######## design 1 ########
design_1/clock_nets.png
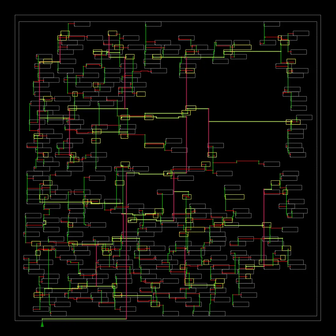

File: config.mk
export PLATFORM = sky130hd
export DESIGN_NAME = load_store_unit
export DESIGN_NICKNAME = d
export VERILOG_FILES = /design/src/rtl/load_store_unit.sv
export SDC_FILE = /design/constraint.sdc
export NUM_CORES = 1
export LEC_CHECK = 0
export ABC_AREA = 1
export CORE_MARGIN = 2
export CORE_UTILIZATION = 51
export CTS_BUF_LIST = sky130_fd_sc_hd__clkbuf_4 sky130_fd_sc_hd__clkbuf_8
export CTS_CLUSTER_SIZE = 40
export DETAILED_ROUTE_END_ITERATION = 10
export PLACE_DENSITY = 0.91
export SYNTH_ARGS = -nofsm -noshare
export SYNTH_HDL_FRONTEND = slang
export SYNTH_SLANG_ARGS = --single-unit
File: constraint.sdc
create_clock -name clk -period 12.8 [get_ports clk]
set_clock_uncertainty 0.05 [all_clocks]
set_input_delay 3.2 -clock clk [delete_from_list [all_inputs] [get_ports clk]]
set_output_delay 3.2 -clock clk [all_outputs]
set_load 0.05 [all_outputs]
File: src/rtl/load_store_unit.sv
// -----------------------------------------------------------------------------
// load_store_unit
//
// Byte-serial load/store engine that sits between a pipeline and a data
// memory that can only move a single byte per cycle. An access of N bytes
// (N = 1, 2, 4 or 8, taken from funct3[1:0]) is split into N consecutive
// byte cycles at addr, addr+1, ... (the address wraps at all-ones). For
// loads, each returned byte is collected into the result and then sign- or
// zero-extended.
//
// Ports
//   clk, rst           single clock; asynchronous active-high reset
//   req_valid/ready    request handshake; ready only while idle
//   req_we             1 store, 0 load
//   req_addr           byte address, any alignment
//   req_funct3         [1:0] size (B/H/W/D), [2] unsigned load
//   req_store_data     store data, least significant byte first
//   resp_valid/ready   response handshake
//   resp_data          extended load result (0 for stores and errors)
//   resp_err           illegal funct3 (store with [2]=1, or 3'b111)
//   mem_we             byte write enable, written at the clk edge
//   mem_addr           byte address presented to memory
//   mem_funct3         SB while storing, LBU otherwise
//   mem_store_data     byte in [7:0], upper bits zero
//   mem_load_data      zero-extended byte at mem_addr (combinational)
// -----------------------------------------------------------------------------
module load_store_unit #(
  parameter int DWORD_BITS  = 64,
  parameter int FUNCT3_BITS = 3
) (
  input  logic                   clk,
  input  logic                   rst,
  input  logic                   req_valid,
  output logic                   req_ready,
  input  logic                   req_we,
  input  logic [DWORD_BITS-1:0]  req_addr,
  input  logic [FUNCT3_BITS-1:0] req_funct3,
  input  logic [DWORD_BITS-1:0]  req_store_data,
  output logic                   resp_valid,
  input  logic                   resp_ready,
  output logic [DWORD_BITS-1:0]  resp_data,
  output logic                   resp_err,
  output logic                   mem_we,
  output logic [DWORD_BITS-1:0]  mem_addr,
  output logic [FUNCT3_BITS-1:0] mem_funct3,
  output logic [DWORD_BITS-1:0]  mem_store_data,
  input  logic [DWORD_BITS-1:0]  mem_load_data
);

  localparam int BYTES  = DWORD_BITS / 8;
  localparam int K_BITS = (BYTES > 1) ? $clog2(BYTES) : 1;

  localparam logic [FUNCT3_BITS-1:0] F3_SB  = FUNCT3_BITS'(3'b000);
  localparam logic [FUNCT3_BITS-1:0] F3_LBU = FUNCT3_BITS'(3'b100);

  typedef enum logic [1:0] {
    IDLE   = 2'd0,
    ACCESS = 2'd1,
    DONE   = 2'd2
  } state_t;

  state_t                 state_reg;
  logic [K_BITS-1:0]      k_reg;
  logic [K_BITS-1:0]      last_k_reg;
  logic                   we_reg;
  logic                   unsigned_reg;
  logic [1:0]             size_reg;
  logic [DWORD_BITS-1:0]  store_data_reg;
  logic [DWORD_BITS-1:0]  load_buf_reg;

  logic                   req_ready_reg;
  logic                   resp_valid_reg;
  logic                   resp_err_reg;
  logic [DWORD_BITS-1:0]  resp_data_reg;
  logic                   mem_we_reg;
  logic [DWORD_BITS-1:0]  mem_addr_reg;
  logic [FUNCT3_BITS-1:0] mem_funct3_reg;
  logic [DWORD_BITS-1:0]  mem_store_data_reg;

  logic                   req_illegal;
  logic [K_BITS-1:0]      req_last_k;
  logic [K_BITS-1:0]      k_next;
  logic [DWORD_BITS-1:0]  load_assembled;
  logic [DWORD_BITS-1:0]  load_result;

  // Memory only ever returns a zero-extended byte; the upper lanes carry
  // nothing of interest.
  logic                   unused_load_bits;
  assign unused_load_bits = ^mem_load_data[DWORD_BITS-1:8];

  assign req_ready      = req_ready_reg;
  assign resp_valid     = resp_valid_reg;
  assign resp_err       = resp_err_reg;
  assign resp_data      = resp_data_reg;
  assign mem_we         = mem_we_reg;
  assign mem_addr       = mem_addr_reg;
  assign mem_funct3     = mem_funct3_reg;
  assign mem_store_data = mem_store_data_reg;

  // Stores have no unsigned variant, and 3'b111 (unsigned doubleword) has
  // no meaning on a 64-bit datapath.
  assign req_illegal = (req_we && req_funct3[2]) || (req_funct3[2:0] == 3'b111);

  // Index of the final byte of the access.
  always_comb begin
    req_last_k = '0;
    case (req_funct3[1:0])
      2'd0:    req_last_k = K_BITS'(0);
      2'd1:    req_last_k = K_BITS'(1);
      2'd2:    req_last_k = K_BITS'(3);
      default: req_last_k = K_BITS'(7);
    endcase
  end

  assign k_next = k_reg + K_BITS'(1);

  // Merge the byte arriving this cycle into the bytes gathered so far, so
  // the final edge can produce the complete result without an extra cycle.
  genvar gi;
  generate
    for (gi = 0; gi < BYTES; gi++) begin : g_lane
      assign load_assembled[8*gi +: 8] = (k_reg == K_BITS'(gi)) ? mem_load_data[7:0]
                                                                  : load_buf_reg[8*gi +: 8];
    end
  endgenerate

  // Extend from the top bit of the loaded size; doubleword is already full.
  always_comb begin
    load_result = load_assembled;
    case (size_reg)
      2'd0: load_result = {{(DWORD_BITS-8){~unsigned_reg & load_assembled[7]}},
                           load_assembled[7:0]};
      2'd1: load_result = {{(DWORD_BITS-16){~unsigned_reg & load_assembled[15]}},
                           load_assembled[15:0]};
      2'd2: load_result = {{(DWORD_BITS-32){~unsigned_reg & load_assembled[31]}},
                           load_assembled[31:0]};
      default: load_result = load_assembled;
    endcase
  end

  always_ff @(posedge clk or posedge rst) begin
    if (rst) begin
      state_reg          <= IDLE;
      k_reg              <= '0;
      last_k_reg         <= '0;
      we_reg             <= 1'b0;
      unsigned_reg       <= 1'b0;
      size_reg           <= 2'd0;
      store_data_reg     <= '0;
      load_buf_reg       <= '0;
      req_ready_reg      <= 1'b1;
      resp_valid_reg     <= 1'b0;
      resp_err_reg       <= 1'b0;
      resp_data_reg      <= '0;
      mem_we_reg         <= 1'b0;
      mem_addr_reg       <= '0;
      mem_funct3_reg     <= F3_LBU;
      mem_store_data_reg <= '0;
    end else begin
      case (state_reg)
        IDLE: begin
          if (req_valid) begin
            req_ready_reg  <= 1'b0;
            we_reg         <= req_we;
            unsigned_reg   <= req_funct3[2];
            size_reg       <= req_funct3[1:0];
            last_k_reg     <= req_last_k;
            k_reg          <= '0;
            store_data_reg <= req_store_data;
            load_buf_reg   <= '0;
            if (req_illegal) begin
              // Rejected without touching memory.
              state_reg      <= DONE;
              resp_valid_reg <= 1'b1;
              resp_err_reg   <= 1'b1;
              resp_data_reg  <= '0;
            end else begin
              // First byte goes out on the cycle right after the accept.
              state_reg          <= ACCESS;
              mem_we_reg         <= req_we;
              mem_addr_reg       <= req_addr;
              mem_funct3_reg     <= req_we ? F3_SB : F3_LBU;
              mem_store_data_reg <= req_we ? DWORD_BITS'(req_store_data[7:0]) : '0;
            end
          end
        end

        ACCESS: begin
          load_buf_reg <= load_assembled;
          if (k_reg == last_k_reg) begin
            state_reg          <= DONE;
            k_reg              <= '0;
            resp_valid_reg     <= 1'b1;
            resp_err_reg       <= 1'b0;
            resp_data_reg      <= we_reg ? '0 : load_result;
            mem_we_reg         <= 1'b0;
            mem_addr_reg       <= '0;
            mem_funct3_reg     <= F3_LBU;
            mem_store_data_reg <= '0;
          end else begin
            k_reg        <= k_next;
            // Plain modular increment gives the wrap at all-ones.
            mem_addr_reg <= mem_addr_reg + DWORD_BITS'(1);
            if (we_reg) begin
              mem_store_data_reg <= DWORD_BITS'(store_data_reg[{k_next, 3'b000} +: 8]);
            end
          end
        end

        DONE: begin
          // The consuming edge only returns to IDLE; a request present on
          // that edge is taken on a later one.
          if (resp_ready) begin
            state_reg      <= IDLE;
            req_ready_reg  <= 1'b1;
            resp_valid_reg <= 1'b0;
            resp_err_reg   <= 1'b0;
            resp_data_reg  <= '0;
          end
        end

        default: begin
          state_reg     <= IDLE;
          req_ready_reg <= 1'b1;
        end
      endcase
    end
  end

endmodule

######## design 2 ########
$ cat src/rtl/apb2axi_pkg.sv
// apb2axi_pkg: shared types and AXI encodings for the APB3 -> AXI4 bridge.
//   state_e      bridge FSM states
//   BURST_*      AXI burst encodings
//   SIZE_*       AXI beat size encodings
//   CACHE_*      AXI cache attribute encodings
//   RESP_*       AXI response encodings
//   lane_strb()  byte strobe for the 32-bit lane selected by addr[2]
package apb2axi_pkg;

  typedef enum logic [2:0] {
    IDLE    = 3'd0,
    WR_REQ  = 3'd1,
    WR_RESP = 3'd2,
    RD_REQ  = 3'd3,
    RD_RESP = 3'd4,
    DONE    = 3'd5
  } state_e;

  localparam logic [1:0] BURST_INCR       = 2'b01;
  localparam logic [2:0] SIZE_4B          = 3'b010;
  localparam logic [3:0] CACHE_MODIFIABLE = 4'b0010;
  localparam logic [1:0] RESP_OKAY        = 2'b00;
  localparam logic [1:0] RESP_SLVERR      = 2'b10;

  // A 32-bit APB word lives in one half of the 64-bit AXI data bus.
  function automatic logic [7:0] lane_strb(input logic hi_word);
    return hi_word ? 8'hF0 : 8'h0F;
  endfunction

endpackage

$ cat src/rtl/apb2axi_32_64_if.sv
// apb2axi_32_64_if: AXI4 five-channel bundle between the bridge and an AXI slave.
//   master modport: used by the bridge (drives AW/W/AR payload+valid, B/R ready)
//   slave modport : used by the AXI slave side (drives readies, B/R payload+valid)
interface apb2axi_32_64_if #(
  parameter int unsigned ADDR_W = 32,
  parameter int unsigned ID_W   = 16,
  parameter int unsigned USER_W = 10
);

  logic [ID_W-1:0]   aw_id;
  logic [ADDR_W-1:0] aw_addr;
  logic [7:0]        aw_len;
  logic [2:0]        aw_size;
  logic [1:0]        aw_burst;
  logic              aw_lock;
  logic [3:0]        aw_cache;
  logic [2:0]        aw_prot;
  logic [3:0]        aw_region;
  logic [3:0]        aw_qos;
  logic [USER_W-1:0] aw_user;
  logic              aw_valid;
  logic              aw_ready;

  logic [63:0]       w_data;
  logic [7:0]        w_strb;
  logic              w_last;
  logic [USER_W-1:0] w_user;
  logic              w_valid;
  logic              w_ready;

  logic [ID_W-1:0]   b_id;
  logic [1:0]        b_resp;
  logic [USER_W-1:0] b_user;
  logic              b_valid;
  logic              b_ready;

  logic [ID_W-1:0]   ar_id;
  logic [ADDR_W-1:0] ar_addr;
  logic [7:0]        ar_len;
  logic [2:0]        ar_size;
  logic [1:0]        ar_burst;
  logic              ar_lock;
  logic [3:0]        ar_cache;
  logic [2:0]        ar_prot;
  logic [3:0]        ar_region;
  logic [3:0]        ar_qos;
  logic [USER_W-1:0] ar_user;
  logic              ar_valid;
  logic              ar_ready;

  logic [ID_W-1:0]   r_id;
  logic [63:0]       r_data;
  logic [1:0]        r_resp;
  logic              r_last;
  logic [USER_W-1:0] r_user;
  logic              r_valid;
  logic              r_ready;

  modport master (
    output aw_id, aw_addr, aw_len, aw_size, aw_burst, aw_lock, aw_cache,
           aw_prot, aw_region, aw_qos, aw_user, aw_valid,
    input  aw_ready,
    output w_data, w_strb, w_last, w_user, w_valid,
    input  w_ready,
    input  b_id, b_resp, b_user, b_valid,
    output b_ready,
    output ar_id, ar_addr, ar_len, ar_size, ar_burst, ar_lock, ar_cache,
           ar_prot, ar_region, ar_qos, ar_user, ar_valid,
    input  ar_ready,
    input  r_id, r_data, r_resp, r_last, r_user, r_valid,
    output r_ready
  );

  modport slave (
    input  aw_id, aw_addr, aw_len, aw_size, aw_burst, aw_lock, aw_cache,
           aw_prot, aw_region, aw_qos, aw_user, aw_valid,
    output aw_ready,
    input  w_data, w_strb, w_last, w_user, w_valid,
    output w_ready,
    output b_id, b_resp, b_user, b_valid,
    input  b_ready,
    input  ar_id, ar_addr, ar_len, ar_size, ar_burst, ar_lock, ar_cache,
           ar_prot, ar_region, ar_qos, ar_user, ar_valid,
    output ar_ready,
    output r_id, r_data, r_resp, r_last, r_user, r_valid,
    input  r_ready
  );

endinterface

$ cat src/rtl/apb2axi_timeout_cnt.sv
// apb2axi_timeout_cnt: response-wait watchdog.
//   clk_i, rst_ni : clock, async active-low reset
//   load          : clear the count (held while not waiting for a response)
//   en            : count one cycle of waiting
//   expire        : high in the TIMEOUT_CYCLES-th waiting cycle
module apb2axi_timeout_cnt #(
  parameter int unsigned TIMEOUT_CYCLES = 256
) (
  input  logic clk_i,
  input  logic rst_ni,
  input  logic load,
  input  logic en,
  output logic expire
);

  localparam int unsigned CNT_W = (TIMEOUT_CYCLES > 1) ? $clog2(TIMEOUT_CYCLES) : 1;

  logic [CNT_W-1:0] cnt_reg;

  // Count index k means this is the (k+1)-th waiting cycle, so the last
  // allowed cycle is TIMEOUT_CYCLES-1.
  assign expire = en && (cnt_reg == CNT_W'(TIMEOUT_CYCLES - 1));

  always_ff @(posedge clk_i or negedge rst_ni) begin
    if (!rst_ni) begin
      cnt_reg <= '0;
    end else if (load) begin
      cnt_reg <= '0;
    end else if (en && !expire) begin
      cnt_reg <= cnt_reg + 1'b1;
    end
  end

endmodule

$ cat src/rtl/apb2axi_32_64.sv
// apb2axi_32_64: APB3 slave to AXI4 master bridge, 32-bit APB data onto a
// 64-bit AXI bus. Each APB transfer becomes one single-beat AXI transaction.
//   clk_i, rst_ni              : clock, async active-low reset
//   psel_i/penable_i/pwrite_i  : APB control
//   paddr_i, pwdata_i          : APB address / write data
//   prdata_o, pready_o,
//   pslverr_o                  : APB completion (pready is one cycle in DONE)
//   axi                        : AXI4 master channels (apb2axi_32_64_if.master)
module apb2axi_32_64
  import apb2axi_pkg::*;
#(
  parameter int unsigned AXI_ADDR_WIDTH = 32,
  parameter int unsigned AXI_ID_WIDTH   = 16,
  parameter int unsigned AXI_USER_WIDTH = 10,
  parameter int unsigned AXI_ID_VALUE   = 0,
  parameter int unsigned TIMEOUT_CYCLES = 256
) (
  input  logic                      clk_i,
  input  logic                      rst_ni,
  input  logic                      psel_i,
  input  logic                      penable_i,
  input  logic                      pwrite_i,
  input  logic [AXI_ADDR_WIDTH-1:0] paddr_i,
  input  logic [31:0]               pwdata_i,
  output logic [31:0]               prdata_o,
  output logic                      pready_o,
  output logic                      pslverr_o,
  apb2axi_32_64_if.master           axi
);

  state_e                    state_reg, state_next;
  logic [AXI_ADDR_WIDTH-1:0] addr_reg, addr_next;
  logic [31:0]               wdata_reg, wdata_next;
  logic [31:0]               rdata_reg, rdata_next;
  logic [1:0]                resp_reg, resp_next;
  logic                      aw_done_reg, aw_done_next;
  logic                      w_done_reg, w_done_next;

  logic                      aw_valid, w_valid, ar_valid, b_ready, r_ready;
  logic                      to_en, to_expire;
  logic [AXI_ADDR_WIDTH-1:0] axi_addr;

  apb2axi_timeout_cnt #(
    .TIMEOUT_CYCLES(TIMEOUT_CYCLES)
  ) u_timeout (
    .clk_i (clk_i),
    .rst_ni(rst_ni),
    .load  (!to_en),
    .en    (to_en),
    .expire(to_expire)
  );

  always_ff @(posedge clk_i or negedge rst_ni) begin
    if (!rst_ni) begin
      state_reg <= IDLE;
    end else begin
      state_reg <= state_next;
    end
  end

  always_ff @(posedge clk_i or negedge rst_ni) begin
    if (!rst_ni) begin
      addr_reg    <= '0;
      wdata_reg   <= '0;
      rdata_reg   <= '0;
      resp_reg    <= '0;
      aw_done_reg <= 1'b0;
      w_done_reg  <= 1'b0;
    end else begin
      addr_reg    <= addr_next;
      wdata_reg   <= wdata_next;
      rdata_reg   <= rdata_next;
      resp_reg    <= resp_next;
      aw_done_reg <= aw_done_next;
      w_done_reg  <= w_done_next;
    end
  end

  always_comb begin
    state_next   = state_reg;
    addr_next    = addr_reg;
    wdata_next   = wdata_reg;
    rdata_next   = rdata_reg;
    resp_next    = resp_reg;
    aw_done_next = aw_done_reg;
    w_done_next  = w_done_reg;

    // AW and W complete independently; each valid drops once its own
    // handshake has been recorded.
    aw_valid  = (state_reg == WR_REQ) && !aw_done_reg;
    w_valid   = (state_reg == WR_REQ) && !w_done_reg;
    ar_valid  = (state_reg == RD_REQ);
    // Ready also stays high in IDLE so a response that arrives after a
    // timeout is drained instead of stalling the slave.
    b_ready   = (state_reg == IDLE) || (state_reg == WR_RESP);
    r_ready   = (state_reg == IDLE) || (state_reg == RD_RESP);
    to_en     = (state_reg == WR_RESP) || (state_reg == RD_RESP);
    pready_o  = 1'b0;
    pslverr_o = 1'b0;
    prdata_o  = '0;

    case (state_reg)
      IDLE: begin
        if (psel_i && penable_i) begin
          addr_next    = paddr_i;
          wdata_next   = pwdata_i;
          rdata_next   = '0;
          resp_next    = RESP_OKAY;
          aw_done_next = 1'b0;
          w_done_next  = 1'b0;
          state_next   = pwrite_i ? WR_REQ : RD_REQ;
        end
      end
      WR_REQ: begin
        if (aw_valid && axi.aw_ready) aw_done_next = 1'b1;
        if (w_valid && axi.w_ready)   w_done_next  = 1'b1;
        if (aw_done_next && w_done_next) state_next = WR_RESP;
      end
      WR_RESP: begin
        if (axi.b_valid) begin
          resp_next  = axi.b_resp;
          state_next = DONE;
        end else if (to_expire) begin
          resp_next  = RESP_SLVERR;
          state_next = DONE;
        end
      end
      RD_REQ: begin
        if (axi.ar_ready) state_next = RD_RESP;
      end
      RD_RESP: begin
        if (axi.r_valid) begin
          resp_next  = axi.r_resp;
          rdata_next = addr_reg[2] ? axi.r_data[63:32] : axi.r_data[31:0];
          state_next = DONE;
        end else if (to_expire) begin
          resp_next  = RESP_SLVERR;
          state_next = DONE;
        end
      end
      DONE: begin
        pready_o   = 1'b1;
        pslverr_o  = resp_reg[1];
        prdata_o   = rdata_reg;
        state_next = IDLE;
      end
      default: begin
        state_next = IDLE;
      end
    endcase
  end

  // AXI addresses are always 32-bit word aligned.
  assign axi_addr = {addr_reg[AXI_ADDR_WIDTH-1:2], 2'b00};

  assign axi.aw_id     = AXI_ID_WIDTH'(AXI_ID_VALUE);
  assign axi.aw_addr   = axi_addr;
  assign axi.aw_len    = 8'd0;
  assign axi.aw_size   = SIZE_4B;
  assign axi.aw_burst  = BURST_INCR;
  assign axi.aw_lock   = 1'b0;
  assign axi.aw_cache  = CACHE_MODIFIABLE;
  assign axi.aw_prot   = 3'b000;
  assign axi.aw_region = 4'd0;
  assign axi.aw_qos    = 4'd0;
  assign axi.aw_user   = '0;
  assign axi.aw_valid  = aw_valid;

  // The APB word is replicated into both halves; the strobe picks the lane.
  genvar gi;
  generate
    for (gi = 0; gi < 2; gi++) begin : g_wlane
      assign axi.w_data[gi*32 +: 32] = wdata_reg;
    end
  endgenerate
  assign axi.w_strb  = lane_strb(addr_reg[2]);
  assign axi.w_last  = 1'b1;
  assign axi.w_user  = '0;
  assign axi.w_valid = w_valid;

  assign axi.b_ready = b_ready;

  assign axi.ar_id     = AXI_ID_WIDTH'(AXI_ID_VALUE);
  assign axi.ar_addr   = axi_addr;
  assign axi.ar_len    = 8'd0;
  assign axi.ar_size   = SIZE_4B;
  assign axi.ar_burst  = BURST_INCR;
  assign axi.ar_lock   = 1'b0;
  assign axi.ar_cache  = CACHE_MODIFIABLE;
  assign axi.ar_prot   = 3'b000;
  assign axi.ar_region = 4'd0;
  assign axi.ar_qos    = 4'd0;
  assign axi.ar_user   = '0;
  assign axi.ar_valid  = ar_valid;

  assign axi.r_ready = r_ready;

  // IDs, user fields and r_last carry no information for single-beat
  // transfers with a fixed ID.
  logic unused_inputs;
  assign unused_inputs = ^{addr_reg[1:0], resp_reg[0], axi.b_id, axi.b_user,
                           axi.r_id, axi.r_last, axi.r_user};

endmodule

$ cat src/flat_wrapper.sv
// flat-port wrapper written by rule: the top's interface ports become plain ports
module apb2axi_32_64_flat import apb2axi_pkg::*;
#(
  parameter int unsigned AXI_ADDR_WIDTH = 32,
  parameter int unsigned AXI_ID_WIDTH   = 16,
  parameter int unsigned AXI_USER_WIDTH = 10,
  parameter int unsigned AXI_ID_VALUE   = 0,
  parameter int unsigned TIMEOUT_CYCLES = 256
)
  (clk_i, rst_ni, psel_i, penable_i, pwrite_i, paddr_i, pwdata_i, prdata_o, pready_o, pslverr_o, axi_aw_id, axi_aw_addr, axi_aw_len, axi_aw_size, axi_aw_burst, axi_aw_lock, axi_aw_cache, axi_aw_prot, axi_aw_region, axi_aw_qos, axi_aw_user, axi_aw_valid, axi_aw_ready, axi_w_data, axi_w_strb, axi_w_last, axi_w_user, axi_w_valid, axi_w_ready, axi_b_id, axi_b_resp, axi_b_user, axi_b_valid, axi_b_ready, axi_ar_id, axi_ar_addr, axi_ar_len, axi_ar_size, axi_ar_burst, axi_ar_lock, axi_ar_cache, axi_ar_prot, axi_ar_region, axi_ar_qos, axi_ar_user, axi_ar_valid, axi_ar_ready, axi_r_id, axi_r_data, axi_r_resp, axi_r_last, axi_r_user, axi_r_valid, axi_r_ready);
  apb2axi_32_64_if #(.ADDR_W((32)), .ID_W((16)), .USER_W((10))) axi_i ();
  input  logic clk_i;
  input  logic rst_ni;
  input  logic psel_i;
  input  logic penable_i;
  input  logic pwrite_i;
  input  logic [AXI_ADDR_WIDTH-1:0] paddr_i;
  input  logic [31:0] pwdata_i;
  output logic [31:0] prdata_o;
  output logic pready_o;
  output logic pslverr_o;
  output wire logic [$bits(axi_i.aw_id)-1:0] axi_aw_id;
  output wire logic [$bits(axi_i.aw_addr)-1:0] axi_aw_addr;
  output wire logic [$bits(axi_i.aw_len)-1:0] axi_aw_len;
  output wire logic [$bits(axi_i.aw_size)-1:0] axi_aw_size;
  output wire logic [$bits(axi_i.aw_burst)-1:0] axi_aw_burst;
  output wire logic [$bits(axi_i.aw_lock)-1:0] axi_aw_lock;
  output wire logic [$bits(axi_i.aw_cache)-1:0] axi_aw_cache;
  output wire logic [$bits(axi_i.aw_prot)-1:0] axi_aw_prot;
  output wire logic [$bits(axi_i.aw_region)-1:0] axi_aw_region;
  output wire logic [$bits(axi_i.aw_qos)-1:0] axi_aw_qos;
  output wire logic [$bits(axi_i.aw_user)-1:0] axi_aw_user;
  output wire logic [$bits(axi_i.aw_valid)-1:0] axi_aw_valid;
  input wire logic [$bits(axi_i.aw_ready)-1:0] axi_aw_ready;
  output wire logic [$bits(axi_i.w_data)-1:0] axi_w_data;
  output wire logic [$bits(axi_i.w_strb)-1:0] axi_w_strb;
  output wire logic [$bits(axi_i.w_last)-1:0] axi_w_last;
  output wire logic [$bits(axi_i.w_user)-1:0] axi_w_user;
  output wire logic [$bits(axi_i.w_valid)-1:0] axi_w_valid;
  input wire logic [$bits(axi_i.w_ready)-1:0] axi_w_ready;
  input wire logic [$bits(axi_i.b_id)-1:0] axi_b_id;
  input wire logic [$bits(axi_i.b_resp)-1:0] axi_b_resp;
  input wire logic [$bits(axi_i.b_user)-1:0] axi_b_user;
  input wire logic [$bits(axi_i.b_valid)-1:0] axi_b_valid;
  output wire logic [$bits(axi_i.b_ready)-1:0] axi_b_ready;
  output wire logic [$bits(axi_i.ar_id)-1:0] axi_ar_id;
  output wire logic [$bits(axi_i.ar_addr)-1:0] axi_ar_addr;
  output wire logic [$bits(axi_i.ar_len)-1:0] axi_ar_len;
  output wire logic [$bits(axi_i.ar_size)-1:0] axi_ar_size;
  output wire logic [$bits(axi_i.ar_burst)-1:0] axi_ar_burst;
  output wire logic [$bits(axi_i.ar_lock)-1:0] axi_ar_lock;
  output wire logic [$bits(axi_i.ar_cache)-1:0] axi_ar_cache;
  output wire logic [$bits(axi_i.ar_prot)-1:0] axi_ar_prot;
  output wire logic [$bits(axi_i.ar_region)-1:0] axi_ar_region;
  output wire logic [$bits(axi_i.ar_qos)-1:0] axi_ar_qos;
  output wire logic [$bits(axi_i.ar_user)-1:0] axi_ar_user;
  output wire logic [$bits(axi_i.ar_valid)-1:0] axi_ar_valid;
  input wire logic [$bits(axi_i.ar_ready)-1:0] axi_ar_ready;
  input wire logic [$bits(axi_i.r_id)-1:0] axi_r_id;
  input wire logic [$bits(axi_i.r_data)-1:0] axi_r_data;
  input wire logic [$bits(axi_i.r_resp)-1:0] axi_r_resp;
  input wire logic [$bits(axi_i.r_last)-1:0] axi_r_last;
  input wire logic [$bits(axi_i.r_user)-1:0] axi_r_user;
  input wire logic [$bits(axi_i.r_valid)-1:0] axi_r_valid;
  output wire logic [$bits(axi_i.r_ready)-1:0] axi_r_ready;
  assign axi_aw_id = axi_i.aw_id;
  assign axi_aw_addr = axi_i.aw_addr;
  assign axi_aw_len = axi_i.aw_len;
  assign axi_aw_size = axi_i.aw_size;
  assign axi_aw_burst = axi_i.aw_burst;
  assign axi_aw_lock = axi_i.aw_lock;
  assign axi_aw_cache = axi_i.aw_cache;
  assign axi_aw_prot = axi_i.aw_prot;
  assign axi_aw_region = axi_i.aw_region;
  assign axi_aw_qos = axi_i.aw_qos;
  assign axi_aw_user = axi_i.aw_user;
  assign axi_aw_valid = axi_i.aw_valid;
  assign axi_i.aw_ready = axi_aw_ready;
  assign axi_w_data = axi_i.w_data;
  assign axi_w_strb = axi_i.w_strb;
  assign axi_w_last = axi_i.w_last;
  assign axi_w_user = axi_i.w_user;
  assign axi_w_valid = axi_i.w_valid;
  assign axi_i.w_ready = axi_w_ready;
  assign axi_i.b_id = axi_b_id;
  assign axi_i.b_resp = axi_b_resp;
  assign axi_i.b_user = axi_b_user;
  assign axi_i.b_valid = axi_b_valid;
  assign axi_b_ready = axi_i.b_ready;
  assign axi_ar_id = axi_i.ar_id;
  assign axi_ar_addr = axi_i.ar_addr;
  assign axi_ar_len = axi_i.ar_len;
  assign axi_ar_size = axi_i.ar_size;
  assign axi_ar_burst = axi_i.ar_burst;
  assign axi_ar_lock = axi_i.ar_lock;
  assign axi_ar_cache = axi_i.ar_cache;
  assign axi_ar_prot = axi_i.ar_prot;
  assign axi_ar_region = axi_i.ar_region;
  assign axi_ar_qos = axi_i.ar_qos;
  assign axi_ar_user = axi_i.ar_user;
  assign axi_ar_valid = axi_i.ar_valid;
  assign axi_i.ar_ready = axi_ar_ready;
  assign axi_i.r_id = axi_r_id;
  assign axi_i.r_data = axi_r_data;
  assign axi_i.r_resp = axi_r_resp;
  assign axi_i.r_last = axi_r_last;
  assign axi_i.r_user = axi_r_user;
  assign axi_i.r_valid = axi_r_valid;
  assign axi_r_ready = axi_i.r_ready;
  apb2axi_32_64 #(.AXI_ADDR_WIDTH(AXI_ADDR_WIDTH), .AXI_ID_WIDTH(AXI_ID_WIDTH), .AXI_USER_WIDTH(AXI_USER_WIDTH), .AXI_ID_VALUE(AXI_ID_VALUE), .TIMEOUT_CYCLES(TIMEOUT_CYCLES)) u_core (.clk_i(clk_i), .rst_ni(rst_ni), .psel_i(psel_i), .penable_i(penable_i), .pwrite_i(pwrite_i), .paddr_i(paddr_i), .pwdata_i(pwdata_i), .prdata_o(prdata_o), .pready_o(pready_o), .pslverr_o(pslverr_o), .axi(axi_i));
endmodule
$ cat config.mk
export PLATFORM = sky130hd
export DESIGN_NAME = apb2axi_32_64_flat
export DESIGN_NICKNAME = d
export VERILOG_FILES = /design/src/rtl/apb2axi_pkg.sv /design/src/rtl/apb2axi_32_64_if.sv /design/src/rtl/apb2axi_timeout_cnt.sv /design/src/rtl/apb2axi_32_64.sv /design/src/flat_wrapper.sv
export SDC_FILE = /design/constraint.sdc
export NUM_CORES = 1
export LEC_CHECK = 0
export CAP_MARGIN = 30
export CORE_AREA = 2 2 192 194
export DETAILED_ROUTE_END_ITERATION = 10
export DIE_AREA = 0 0 194 196
export PLACE_DENSITY = 0.47
export SETUP_SLACK_MARGIN = 0.2
export SYNTH_ARGS = -nofsm -noshare
export SYNTH_HDL_FRONTEND = slang
export SYNTH_SLANG_ARGS = --single-unit
$ cat constraint.sdc
create_clock -name clk_i -period 2.9 [get_ports clk_i]
set_input_delay 0.29 -clock clk_i [delete_from_list [all_inputs] [get_ports clk_i]]
set_output_delay 0.29 -clock clk_i [all_outputs]
set_load 0.02 [all_outputs]
######## design 3 ########
==> config.mk <==
export PLATFORM = sky130hd
export DESIGN_NAME = pipe_stage_reg_flat
export DESIGN_NICKNAME = d
export VERILOG_FILES = /design/src/rtl/pipe_stage_reg_pkg.sv /design/src/rtl/pipe_stage_reg_if.sv /design/src/rtl/pipe_stage_reg.sv /design/src/flat_wrapper.sv
export SDC_FILE = /design/constraint.sdc
export NUM_CORES = 1
export LEC_CHECK = 0
export CAP_MARGIN = 20
export CORE_MARGIN = 5
export CORE_UTILIZATION = 56
export CTS_CLUSTER_DIAMETER = 120
export DETAILED_ROUTE_END_ITERATION = 8
export PLACE_DENSITY = 0.85
export SYNTH_ARGS = -nofsm -noshare
export SYNTH_HDL_FRONTEND = slang
export SYNTH_SLANG_ARGS = --single-unit
==> constraint.sdc <==
create_clock -name CLK -period 2.5 [get_ports CLK]
set_clock_uncertainty 0.1 [all_clocks]
set_input_delay 0.375 -clock CLK [delete_from_list [all_inputs] [get_ports CLK]]
set_output_delay 0.375 -clock CLK [all_outputs]
set_load 0.005 [all_outputs]
==> src/rtl/pipe_stage_reg_pkg.sv <==
// Shared pipeline-stage definitions: skid-stage state encoding and the bundle widths
// used by every stage register in the datapath.
package pipe_pkg;

  typedef enum logic [1:0] {
    ST_EMPTY = 2'd0,
    ST_BUSY  = 2'd1,
    ST_FULL  = 2'd2
  } pipeState_e;

  localparam logic [31:0] NOP_INSTR = 32'h0000_0000;

  localparam int IF_ID_W  = 64;
  localparam int ID_EX_W  = 147;
  localparam int EX_MEM_W = 107;
  localparam int MEM_WB_W = 71;

  function automatic logic [1:0] occOf(input pipeState_e st);
    logic [1:0] occ;
    case (st)
      ST_EMPTY: occ = 2'd0;
      ST_BUSY:  occ = 2'd1;
      ST_FULL:  occ = 2'd2;
      default:  occ = 2'd0;
    endcase
    return occ;
  endfunction

endpackage

==> src/rtl/pipe_stage_reg_if.sv <==
// Valid/ready bundle channel through one pipeline stage register, plus flush and
// occupancy status.
interface pipe_stage_reg_if #(parameter int DATA_W = 64);

  logic              in_valid;
  logic              in_ready;
  logic [DATA_W-1:0] in_data;
  logic              out_valid;
  logic              out_ready;
  logic [DATA_W-1:0] out_data;
  logic              flush;
  logic [1:0]        occupancy;

  modport master (
    output in_valid, in_data, out_ready, flush,
    input  in_ready, out_valid, out_data, occupancy
  );

  modport slave (
    input  in_valid, in_data, out_ready, flush,
    output in_ready, out_valid, out_data, occupancy
  );

endinterface

==> src/rtl/pipe_stage_reg.sv <==
// Pipeline stage register with a 2-entry skid buffer: full throughput under stall,
// synchronous flush to bubbles, all outputs driven straight from flops.
module pipe_stage_reg
  import pipe_pkg::*;
#(
  parameter int                DATA_W = 64,
  parameter logic [DATA_W-1:0] BUBBLE = {DATA_W{1'b0}}
) (
  input  logic             CLK,
  input  logic             RSTn,
  pipe_stage_reg_if.slave  bus
);

  pipeState_e        stateR;
  pipeState_e        nextStateS;
  logic [DATA_W-1:0] mainR;
  logic [DATA_W-1:0] skidR;
  logic [DATA_W-1:0] mainNextS;
  logic [DATA_W-1:0] skidNextS;
  logic              inReadyR;
  logic              outValidR;
  logic [1:0]        occR;
  logic              inReadyNextS;
  logic              outValidNextS;
  logic [1:0]        occNextS;
  logic              acceptS;
  logic              popS;

  // A bundle offered during flush is dropped, never accepted.
  assign acceptS = bus.in_valid & inReadyR & ~bus.flush;
  assign popS    = outValidR & bus.out_ready;

  assign bus.in_ready  = inReadyR;
  assign bus.out_valid = outValidR;
  assign bus.out_data  = mainR;
  assign bus.occupancy = occR;

  // State register.
  always_ff @(posedge CLK or negedge RSTn) begin
    if (!RSTn) begin
      stateR <= ST_EMPTY;
    end else begin
      stateR <= nextStateS;
    end
  end

  // Next-state logic and data moves; skid always holds the younger entry.
  always_comb begin
    nextStateS = stateR;
    mainNextS  = mainR;
    skidNextS  = skidR;
    if (bus.flush) begin
      nextStateS = ST_EMPTY;
      mainNextS  = BUBBLE;
      skidNextS  = BUBBLE;
    end else begin
      case (stateR)
        ST_EMPTY: begin
          if (acceptS) begin
            nextStateS = ST_BUSY;
            mainNextS  = bus.in_data;
          end else begin
            nextStateS = ST_EMPTY;
          end
        end
        ST_BUSY: begin
          if (acceptS && popS) begin
            mainNextS = bus.in_data;
          end else if (acceptS) begin
            nextStateS = ST_FULL;
            skidNextS  = bus.in_data;
          end else if (popS) begin
            nextStateS = ST_EMPTY;
            mainNextS  = BUBBLE;
          end else begin
            nextStateS = ST_BUSY;
          end
        end
        ST_FULL: begin
          if (popS) begin
            nextStateS = ST_BUSY;
            mainNextS  = skidR;
            skidNextS  = BUBBLE;
          end else begin
            nextStateS = ST_FULL;
          end
        end
        default: begin
          nextStateS = ST_EMPTY;
          mainNextS  = BUBBLE;
          skidNextS  = BUBBLE;
        end
      endcase
    end
  end

  // Output decode from the next state, so every status output is a flop.
  always_comb begin
    inReadyNextS  = (nextStateS != ST_FULL);
    outValidNextS = (nextStateS != ST_EMPTY);
    occNextS      = occOf(nextStateS);
  end

  // Data and status registers.
  always_ff @(posedge CLK or negedge RSTn) begin
    if (!RSTn) begin
      mainR     <= BUBBLE;
      skidR     <= BUBBLE;
      inReadyR  <= 1'b1;
      outValidR <= 1'b0;
      occR      <= 2'd0;
    end else begin
      mainR     <= mainNextS;
      skidR     <= skidNextS;
      inReadyR  <= inReadyNextS;
      outValidR <= outValidNextS;
      occR      <= occNextS;
    end
  end

endmodule

==> src/flat_wrapper.sv <==
// flat-port wrapper written by rule: the top's interface ports become plain ports
module pipe_stage_reg_flat import pipe_pkg::*;
#(
  parameter int                DATA_W = 64,
  parameter logic [DATA_W-1:0] BUBBLE = {DATA_W{1'b0}}
)
  (CLK, RSTn, bus_in_valid, bus_in_data, bus_out_ready, bus_flush, bus_in_ready, bus_out_valid, bus_out_data, bus_occupancy);
  pipe_stage_reg_if #(.DATA_W(DATA_W)) bus_i ();
  input  logic CLK;
  input  logic RSTn;
  input wire logic [$bits(bus_i.in_valid)-1:0] bus_in_valid;
  input wire logic [$bits(bus_i.in_data)-1:0] bus_in_data;
  input wire logic [$bits(bus_i.out_ready)-1:0] bus_out_ready;
  input wire logic [$bits(bus_i.flush)-1:0] bus_flush;
  output wire logic [$bits(bus_i.in_ready)-1:0] bus_in_ready;
  output wire logic [$bits(bus_i.out_valid)-1:0] bus_out_valid;
  output wire logic [$bits(bus_i.out_data)-1:0] bus_out_data;
  output wire logic [$bits(bus_i.occupancy)-1:0] bus_occupancy;
  assign bus_i.in_valid = bus_in_valid;
  assign bus_i.in_data = bus_in_data;
  assign bus_i.out_ready = bus_out_ready;
  assign bus_i.flush = bus_flush;
  assign bus_in_ready = bus_i.in_ready;
  assign bus_out_valid = bus_i.out_valid;
  assign bus_out_data = bus_i.out_data;
  assign bus_occupancy = bus_i.occupancy;
  pipe_stage_reg #(.DATA_W(DATA_W), .BUBBLE(BUBBLE)) u_core (.CLK(CLK), .RSTn(RSTn), .bus(bus_i));
endmodule
design_1/layers.png
Two of the layers only.
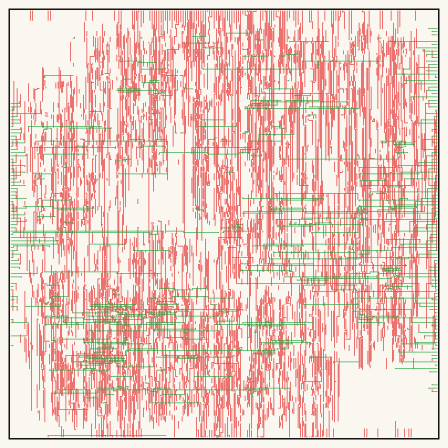
Key: red = M2 [wire length 24.9 mm]; green = M3 [wire length 4,880 microns]
GRT Total Usage: 32.5%
via count: 15,402
WL final: 52,100 microns

design_1/m4.png
Supply wires on this layer in gray.
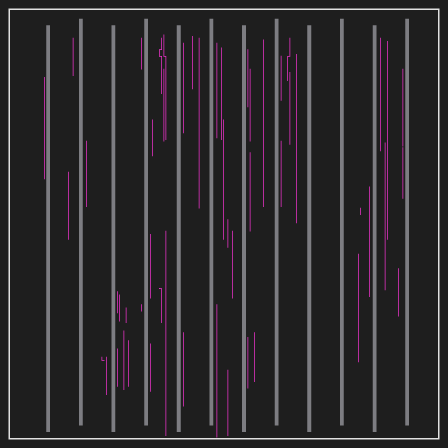
The longest straight run is 85.0 microns. The layer carries 1,620 microns of wire. 43 nets have wire on it. The wires run mostly vertical.

About design_1/clock_nets.png:
Inserted Clock Buffers: 47
Clock Latency Late Sink: 0.60 ns
clock network power: 940 uW
FFs & Latches: 281

==> results.cfg, design 1 <==
; generated from flow reports
[synth]
ys_top_logic_family = simple AND/OR/NAND/NOR gates
yosysTopAreaCellShare_pct = 45.2
synth_warnings = 0
edf_count = 0
aoi_share_pct = 18.1
ys.flop_type = dfrtp_1

[final_timing]
drv_slew = 0
hold_violations = 0
relSlewSlack_pct = 19.5

[run]
drv_cap = 0

[power]
power.density_nw_per_um2 = 271

[critical_path]
worstSetupEndpointType = flip-flop
r2r_slack_ns = 9.36
worst-path-stages = 10

[routing]
dr.pass1.iters = 6
wire_per_inst_microns = 19.1

[hold_path]
hp-class = reg2reg
holdPathEnd = store_data_reg[63]

[floorplan]
coreArea_sq_um = 29700
initCoreUtil_pct = 51.9

[clock_network]
h-tree-depth = 2
postCtsHoldBufs = 0

[outcome]
status = finished clean

[global_route]
grt_max_degree = 93
[design 1: layout make-up]
cell class	count	area, sq um
antenna	1	2.50
clock inverter	10	201
clock buffer	73	911
tap	390	488
fill	2490	10400
sequential	281	7030
timing repair buffer	297	2940
multi-input combinational	1523	7160
inverter	148	566
[design 1: per-layer routing]
metal  vias up  routed length, microns
met1      7391                   20700
li1       7104                       -
met5         -                       0
met2       790                   24900
met3       117                    4880
met4         0                    1620
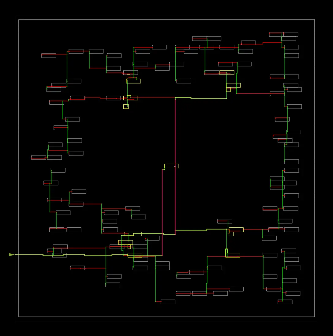
design_2/clock_nets.png
Clock Latency Late Sink: 0.35 ns
# clock sinks: 108
clock network power: 1.27 mW
clk_buf instances: 10

design_2/layers.png
Two of the layers only.
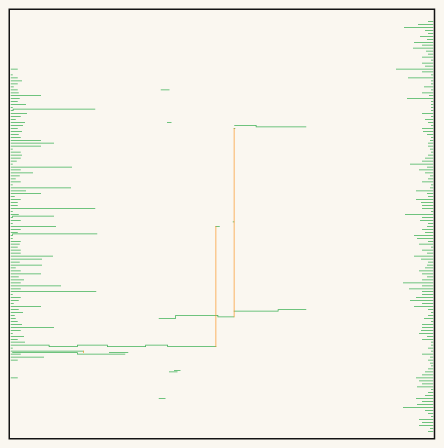
Key: green = M3 [wire length 1,610 microns]; orange = M4 [wire length 142 microns]
WL final: 17,100 microns
via count: 4,504

==> results.cfg, design 2 <==
; generated from flow reports
[critical_path]
cp_max_fo = 10
cp_top_family = buffers and inverters
timing.rr.end = u_core.rdata_reg[27]
worstSetupEndpointType = output pin
r2r_slack_ns = 0.91
cp.arrival_ns = 2.20
cp_cell_sequence = buf_4 -> or3_1 -> nor2_1 -> clkdlybuf4s50_1

[final_layout]
fillers = 3868
dominant-cell-class = buffers
inverters_excl_clock = 3
comb_area_share_pct = 29.1

[final_timing]
period_used_pct = 85.9
fin_skew_ns = 0.00893
setup_ws_ns = 0.408
relSlewSlack_pct = 65.0
hold_violations = 0
drv_slew = 0

[clock_network]
ctsRootBufferMaster = clkbuf_16
tritoncts = done
clockBufferDepth = 2
cts_resized = 1

[power]
pwr-share-clk_pct = 13.7
switching_share_pct = 40.0
p_comb_share_pct = 57.1
p_seq_mw = 2.70
internal_power_mw = 5.55

[place]
place_inst = 1294
portBuffers = 308

[outcome]
status = finished clean

[synth]
ys_area_sq_um = 6630
netlist_instances = 602
synth.largest_area_cell = dfrtp_1
synth_seq_share_pct = 40.8

[global_route]
met1_usage_pct = 10.6

[hold_path]
hp-class = in2async
-- design 2: how the worst max path moves through the flow --
stage	start	cells after the start	slack, ns	endpoint
6_report	u_core.state_reg[1]	4	0.41	axi_w_valid
5_1_grt	u_core.state_reg[0]	5	0.30	prdata_o[13]
4_1_cts	u_core.state_reg[0]	5	0.27	prdata_o[13]
3_5_place_dp	u_core.state_reg[0]	5	0.54	prdata_o[13]
3_3_place_gp	u_core.state_reg[0]	5	0.51	prdata_o[13]
2_1_floorplan	u_core.state_reg[0]	5	1.16	prdata_o[21]
design_3/clock_nets.png
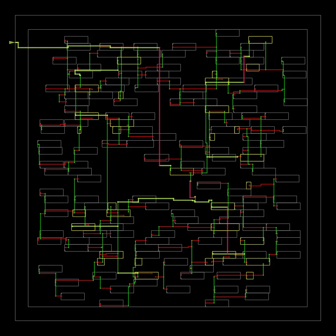
# clock sinks: 134
clk_buf instances: 20
FFs & Latches: 134

==> results.cfg, design 3 <==
; generated from flow reports
[synth]
netlist_instances = 596
ys_sh_xor_pct = 0
synthArstFlopShare_pct = 100
ys_area_sq_um = 6750
synthTopCellsByCount = 133 x dfrtp_1, 128 x mux2i_1, 67 x nand2_1
yosys.area_share.adder_pct = 0

[global_route]
grt_max_degree = 62
grt_pass1_wl_microns = 27600
first_global_vias = 5502

[floorplan]
std_cell_rows = 40

[outcome]
status = finished clean

[routing]
dr_wl_met2_microns = 8150
vias_per_cell = 5.86
drtAntennaViolNets = 0

[power]
p_leak_nw = 3.76
internal_power_mw = 4.33

[final_layout]
seq_area_sq_um = 3360
area_delta_synth_final_pct = 30.3
nMultiInputCombCells = 348
fillers = 798

[hold_path]
holdPathEnd = u_core.bus.out_data[35]

[critical_path]
r2r_slack_ns = 0.15
critPathLaunch = u_core.stateR[1]
path_class = reg2reg
cp_top_family = buffers and inverters

[place]
dp_hpwl_microns = 10600
## design 3: state kept, by name, summed over array words and instances, names as in the netlist
register              flops
u_core.bus.out_valid      1
u_core.bus.occupancy      2
u_core.bus.out_data      64
u_core.stateR             2
u_core.bus.in_ready       1
u_core.skidR             64
## design 3: stage by stage
| stage | setup slack, ns | util, % | instances |
|---|---|---|---|
| finish | 0.153 | 73.9 | 881 |
| global route | 0.0304 | 73.9 | 881 |
| CTS | 0.141 | 73.9 | 881 |
| detailed placement | 0.106 | 69.1 | 848 |
| global placement | 0.172 | 69.1 | 848 |
| floorplan | 0.809 | - | 596 |

==> layout pictures side by side <==
The metal 1 layer.
Supply wires on this layer in gray.
Plate I
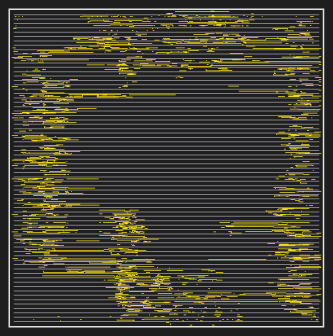
Plate II
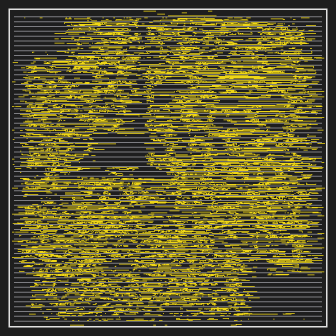
Plate III
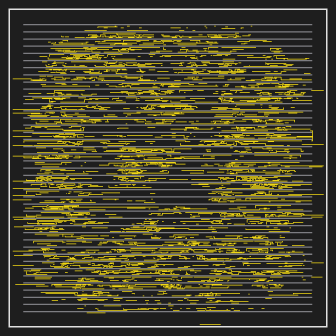
design 3: Plate III
design 1: Plate II
design 2: Plate I

Key to Plate II:
The layer holds 40% of the routed length. 2,214 nets have wire on it. The longest straight run is 72.2 microns. The wires run mostly horizontal.


######## design 4 ########
design_4/closeup.png
Bar = 10 microns. Region (19, 19) to (49, 49) microns. Cells in gray, sequential cells in the stronger gray; small squares are vias.
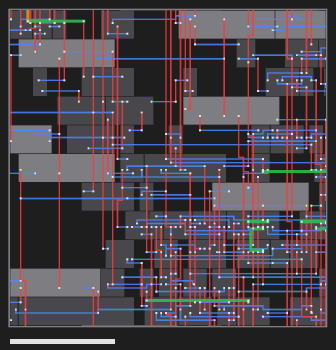
design_4/layers.png
Two of the layers only.
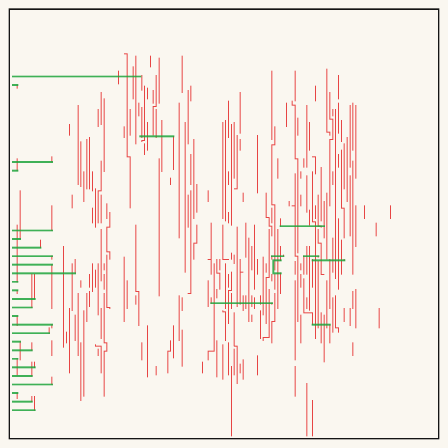
==> src/rtl/avoid_planner.sv <==
// Obstacle-avoidance planner: debounced IR side flags, hysteretic front flag and a
// tick-paced manoeuvre FSM that issues the 2-bit motion command.
module avoid_planner #(
    parameter int DIST_W     = 20,
    parameter int BLOCK_NEAR = 200,
    parameter int BLOCK_FAR  = 260,
    parameter int DEB_N      = 3,
    parameter int TURN_TICKS = 2,
    parameter int BACK_TICKS = 4,
    parameter int MAX_TURN   = 16
) (
    input  logic              clk,
    input  logic              nCR,
    input  logic              tick,
    input  logic              left,
    input  logic              right,
    input  logic [DIST_W-1:0] dis,
    input  logic              dis_valid,
    output logic [1:0]        AvoidSignal,
    output logic              busy
);

    localparam int DEB_W   = $clog2(DEB_N + 1);
    localparam int CNT_MAX = (MAX_TURN > BACK_TICKS) ?
                             ((MAX_TURN > TURN_TICKS) ? MAX_TURN : TURN_TICKS) :
                             ((BACK_TICKS > TURN_TICKS) ? BACK_TICKS : TURN_TICKS);
    localparam int CNT_W   = $clog2(CNT_MAX + 1);

    localparam logic [DEB_W-1:0]  DEB_LAST  = DEB_W'(DEB_N - 1);
    localparam logic [CNT_W-1:0]  TURN_LAST = CNT_W'(TURN_TICKS - 1);
    localparam logic [CNT_W-1:0]  BACK_LAST = CNT_W'(BACK_TICKS - 1);
    localparam logic [CNT_W-1:0]  MAXT_LAST = CNT_W'(MAX_TURN - 1);
    localparam logic [DIST_W-1:0] NEAR_V    = DIST_W'(BLOCK_NEAR);
    localparam logic [DIST_W-1:0] FAR_V     = DIST_W'(BLOCK_FAR);

    typedef enum logic [2:0] {
        ST_CRUISE  = 3'd0,
        ST_TURN_L  = 3'd1,
        ST_TURN_R  = 3'd2,
        ST_REVERSE = 3'd3,
        ST_ESC_L   = 3'd4,
        ST_ESC_R   = 3'd5
    } state_t;

    state_t             state_q, state_d;
    logic [CNT_W-1:0]   tcnt_q, tcnt_d;
    logic               pref_q, pref_d;
    logic               tick_q;
    logic               lflag_q, lflag_d, rflag_q, rflag_d, front_q, front_d;
    logic [DEB_W-1:0]   lcnt_q, lcnt_d, rcnt_q, rcnt_d;
    logic [DEB_W:0]     ldeb_s, rdeb_s;

    // Returns {next_flag, next_count} for one debounced side given the raw obstacle level.
    function automatic logic [DEB_W:0] deb_next(input logic raw, input logic flag,
                                                input logic [DEB_W-1:0] cnt);
        logic [DEB_W:0] res;
        if (raw != flag) begin
            if (cnt == DEB_LAST) begin
                res = {raw, {DEB_W{1'b0}}};
            end else begin
                res = {flag, cnt + {{(DEB_W-1){1'b0}}, 1'b1}};
            end
        end else begin
            res = {flag, {DEB_W{1'b0}}};
        end
        return res;
    endfunction

    function automatic logic [1:0] cmd_of(input state_t s);
        logic [1:0] c;
        case (s)
            ST_TURN_L, ST_ESC_L: c = 2'b10;
            ST_TURN_R, ST_ESC_R: c = 2'b01;
            ST_REVERSE:          c = 2'b11;
            default:             c = 2'b00;
        endcase
        return c;
    endfunction

    function automatic logic is_legal(input state_t s);
        logic ok;
        case (s)
            ST_CRUISE, ST_TURN_L, ST_TURN_R, ST_REVERSE, ST_ESC_L, ST_ESC_R: ok = 1'b1;
            default: ok = 1'b0;
        endcase
        return ok;
    endfunction

    assign ldeb_s = deb_next(~left,  lflag_q, lcnt_q);
    assign rdeb_s = deb_next(~right, rflag_q, rcnt_q);

    // Sensor sampling: side debounce and front hysteresis, only on tick cycles.
    always_comb begin
        lflag_d = lflag_q;
        lcnt_d  = lcnt_q;
        rflag_d = rflag_q;
        rcnt_d  = rcnt_q;
        front_d = front_q;
        if (tick) begin
            {lflag_d, lcnt_d} = ldeb_s;
            {rflag_d, rcnt_d} = rdeb_s;
            // dis == 0 means no echo, so it never counts as a near obstacle.
            if (dis_valid && (dis != '0) && (dis < NEAR_V)) begin
                front_d = 1'b1;
            end else if (dis_valid && (dis >= FAR_V)) begin
                front_d = 1'b0;
            end else begin
                front_d = front_q;
            end
        end else begin
            front_d = front_q;
        end
    end

    // Manoeuvre FSM, evaluated one cycle after each sampling tick.
    always_comb begin
        state_d = state_q;
        pref_d  = pref_q;
        tcnt_d  = tcnt_q;
        if (tick_q) begin
            case (state_q)
                ST_CRUISE: begin
                    if (front_q) begin
                        if (lflag_q && rflag_q) begin
                            state_d = ST_REVERSE;
                        end else if (lflag_q) begin
                            state_d = ST_TURN_R;
                        end else begin
                            state_d = ST_TURN_L;
                        end
                    end else begin
                        state_d = ST_CRUISE;
                    end
                end
                ST_TURN_L, ST_TURN_R: begin
                    if (tcnt_q < TURN_LAST) begin
                        state_d = state_q;
                    end else if (!front_q) begin
                        state_d = ST_CRUISE;
                    end else if ((lflag_q && rflag_q) || (tcnt_q >= MAXT_LAST)) begin
                        state_d = ST_REVERSE;
                    end else begin
                        state_d = state_q;
                    end
                end
                ST_REVERSE: begin
                    if (tcnt_q >= BACK_LAST) begin
                        if (lflag_q && !rflag_q) begin
                            state_d = ST_ESC_R;
                        end else if (rflag_q && !lflag_q) begin
                            state_d = ST_ESC_L;
                        end else begin
                            state_d = pref_q ? ST_ESC_R : ST_ESC_L;
                            pref_d  = ~pref_q;
                        end
                    end else begin
                        state_d = ST_REVERSE;
                    end
                end
                ST_ESC_L, ST_ESC_R: begin
                    if (tcnt_q >= TURN_LAST) begin
                        state_d = ST_CRUISE;
                    end else begin
                        state_d = state_q;
                    end
                end
                default: state_d = ST_CRUISE;
            endcase
        end else begin
            state_d = is_legal(state_q) ? state_q : ST_CRUISE;
        end

        if (state_d != state_q) begin
            tcnt_d = '0;
        end else if (tick_q && (tcnt_q != {CNT_W{1'b1}})) begin
            tcnt_d = tcnt_q + {{(CNT_W-1){1'b0}}, 1'b1};
        end else begin
            tcnt_d = tcnt_q;
        end
    end

    // State, flags, counters and registered command outputs.
    always_ff @(posedge clk or negedge nCR) begin
        if (!nCR) begin
            state_q     <= ST_CRUISE;
            tcnt_q      <= '0;
            pref_q      <= 1'b0;
            tick_q      <= 1'b0;
            lflag_q     <= 1'b0;
            rflag_q     <= 1'b0;
            front_q     <= 1'b0;
            lcnt_q      <= '0;
            rcnt_q      <= '0;
            AvoidSignal <= 2'b00;
            busy        <= 1'b0;
        end else begin
            state_q     <= state_d;
            tcnt_q      <= tcnt_d;
            pref_q      <= pref_d;
            tick_q      <= tick;
            lflag_q     <= lflag_d;
            rflag_q     <= rflag_d;
            front_q     <= front_d;
            lcnt_q      <= lcnt_d;
            rcnt_q      <= rcnt_d;
            AvoidSignal <= cmd_of(state_d);
            busy        <= (state_d != ST_CRUISE);
        end
    end

endmodule

==> config.mk <==
export PLATFORM = sky130hd
export DESIGN_NAME = avoid_planner
export DESIGN_NICKNAME = d
export VERILOG_FILES = /design/src/rtl/avoid_planner.sv
export SDC_FILE = /design/constraint.sdc
export NUM_CORES = 1
export LEC_CHECK = 0
export CAP_MARGIN = 5
export CORE_MARGIN = 3
export CORE_UTILIZATION = 35
export CTS_CLUSTER_SIZE = 28
export DETAILED_ROUTE_END_ITERATION = 7
export SYNTH_ARGS = -nofsm -noshare
export SYNTH_HDL_FRONTEND = slang
export SYNTH_SLANG_ARGS = --single-unit
==> constraint.sdc <==
create_clock -name clk -period 3.06 [get_ports clk]
set_input_delay 0.612 -clock clk [delete_from_list [all_inputs] [get_ports clk]]
set_output_delay 0.612 -clock clk [all_outputs]
set_load 0.01 [all_outputs]
==> results.cfg <==
; generated from flow reports
[clock_network]
path_clk_slew_ns = 0.08
cts_sinks = 20
ctsRootBufferMaster = clkbuf_8

[synth]
synthesis.area_sq_um = 1350
ys_top_logic_family = AND-OR/OR-AND gates
yosysTopAreaCellShare_pct = 37.2
ys_sh_simple_pct = 20.8
syn_avg_cell_area_sq_um = 9.55
yosysCellCount = 141
synth.largest_area_cell = dfrtp_1
synth_cell_type_count = 50

[place]
dp_hpwl_microns = 2420

[global_route]
antenna_found_initial = 0
busiest_layer = met2
met1_usage_pct = 17.6

[routing]
dr_wl_met2_microns = 1540
vias_per_cell = 5.65
dr.pass1.iters = 4

[power]
pwr-share-clk_pct = 18.1
power.density_nw_per_um2 = 830

[final_timing]
setup_ws_ns = 0.644
relSlewSlack_pct = 40.5
holdWs_ns = 0.511

[critical_path]
cp_cell_sequence = ha_1 -> and3_2 -> ha_1 -> nor3_1 -> a22oi_1 -> or2_2 -> a32oi_1 -> o211ai_1
r2r_start = tcnt_q[0]
endpoint = busy
cp.arrival_ns = 2.52

[floorplan]
initCoreUtil_pct = 38.2
dieArea_sq_um = 4630

[final_layout]
fin_nets = 201
design_area_sq_um = 1730
antenna_cells = 0

[hold_path]
hold_path_depth = 1

[outcome]
status = finished clean
## Picture notes: design_4/closeup.png
Key: orange = M4; green = M3; blue = M1; red = M2
Sequential cells in the window: 7. 57 logic cells have their middle in the window. Netlist names of flops here include tcnt_q (3). Most frequent: dfrtp_1 (7), nand2_1 (6).

## Picture notes: design_4/layers.png
Key: green = M3 [wire length 145 microns]; red = M2 [wire length 1,540 microns]
via count: 1,204
WL final: 2980 microns
routed wire length per instance: 14.0 microns
GRT Total Usage: 14.8%

## worst max-delay path, delay by kind of cell, from the launching register on
| kind | cells | cell delay [ns] |
|---|---|---|
| and+or+nand+nor | 3 | 0.78 |
| DFF | 1 | 0.47 |
| AOI/OAI and AO/OA | 3 | 0.57 |
| adders and majority gates | 2 | 0.45 |
## area by class of cell
cell class / instances / area (sq um)
Fill cell: 372 / 1790
Multi-Input combinational cell: 105 / 783
Sequential cell: 20 / 500
Timing Repair Buffer: 28 / 280
Tap cell: 46 / 57.6
Clock buffer: 3 / 41.3
Inverter: 10 / 37.5
Clock inverter: 1 / 30.0

No activity file was given, so power comes from the tool's default toggle rates.
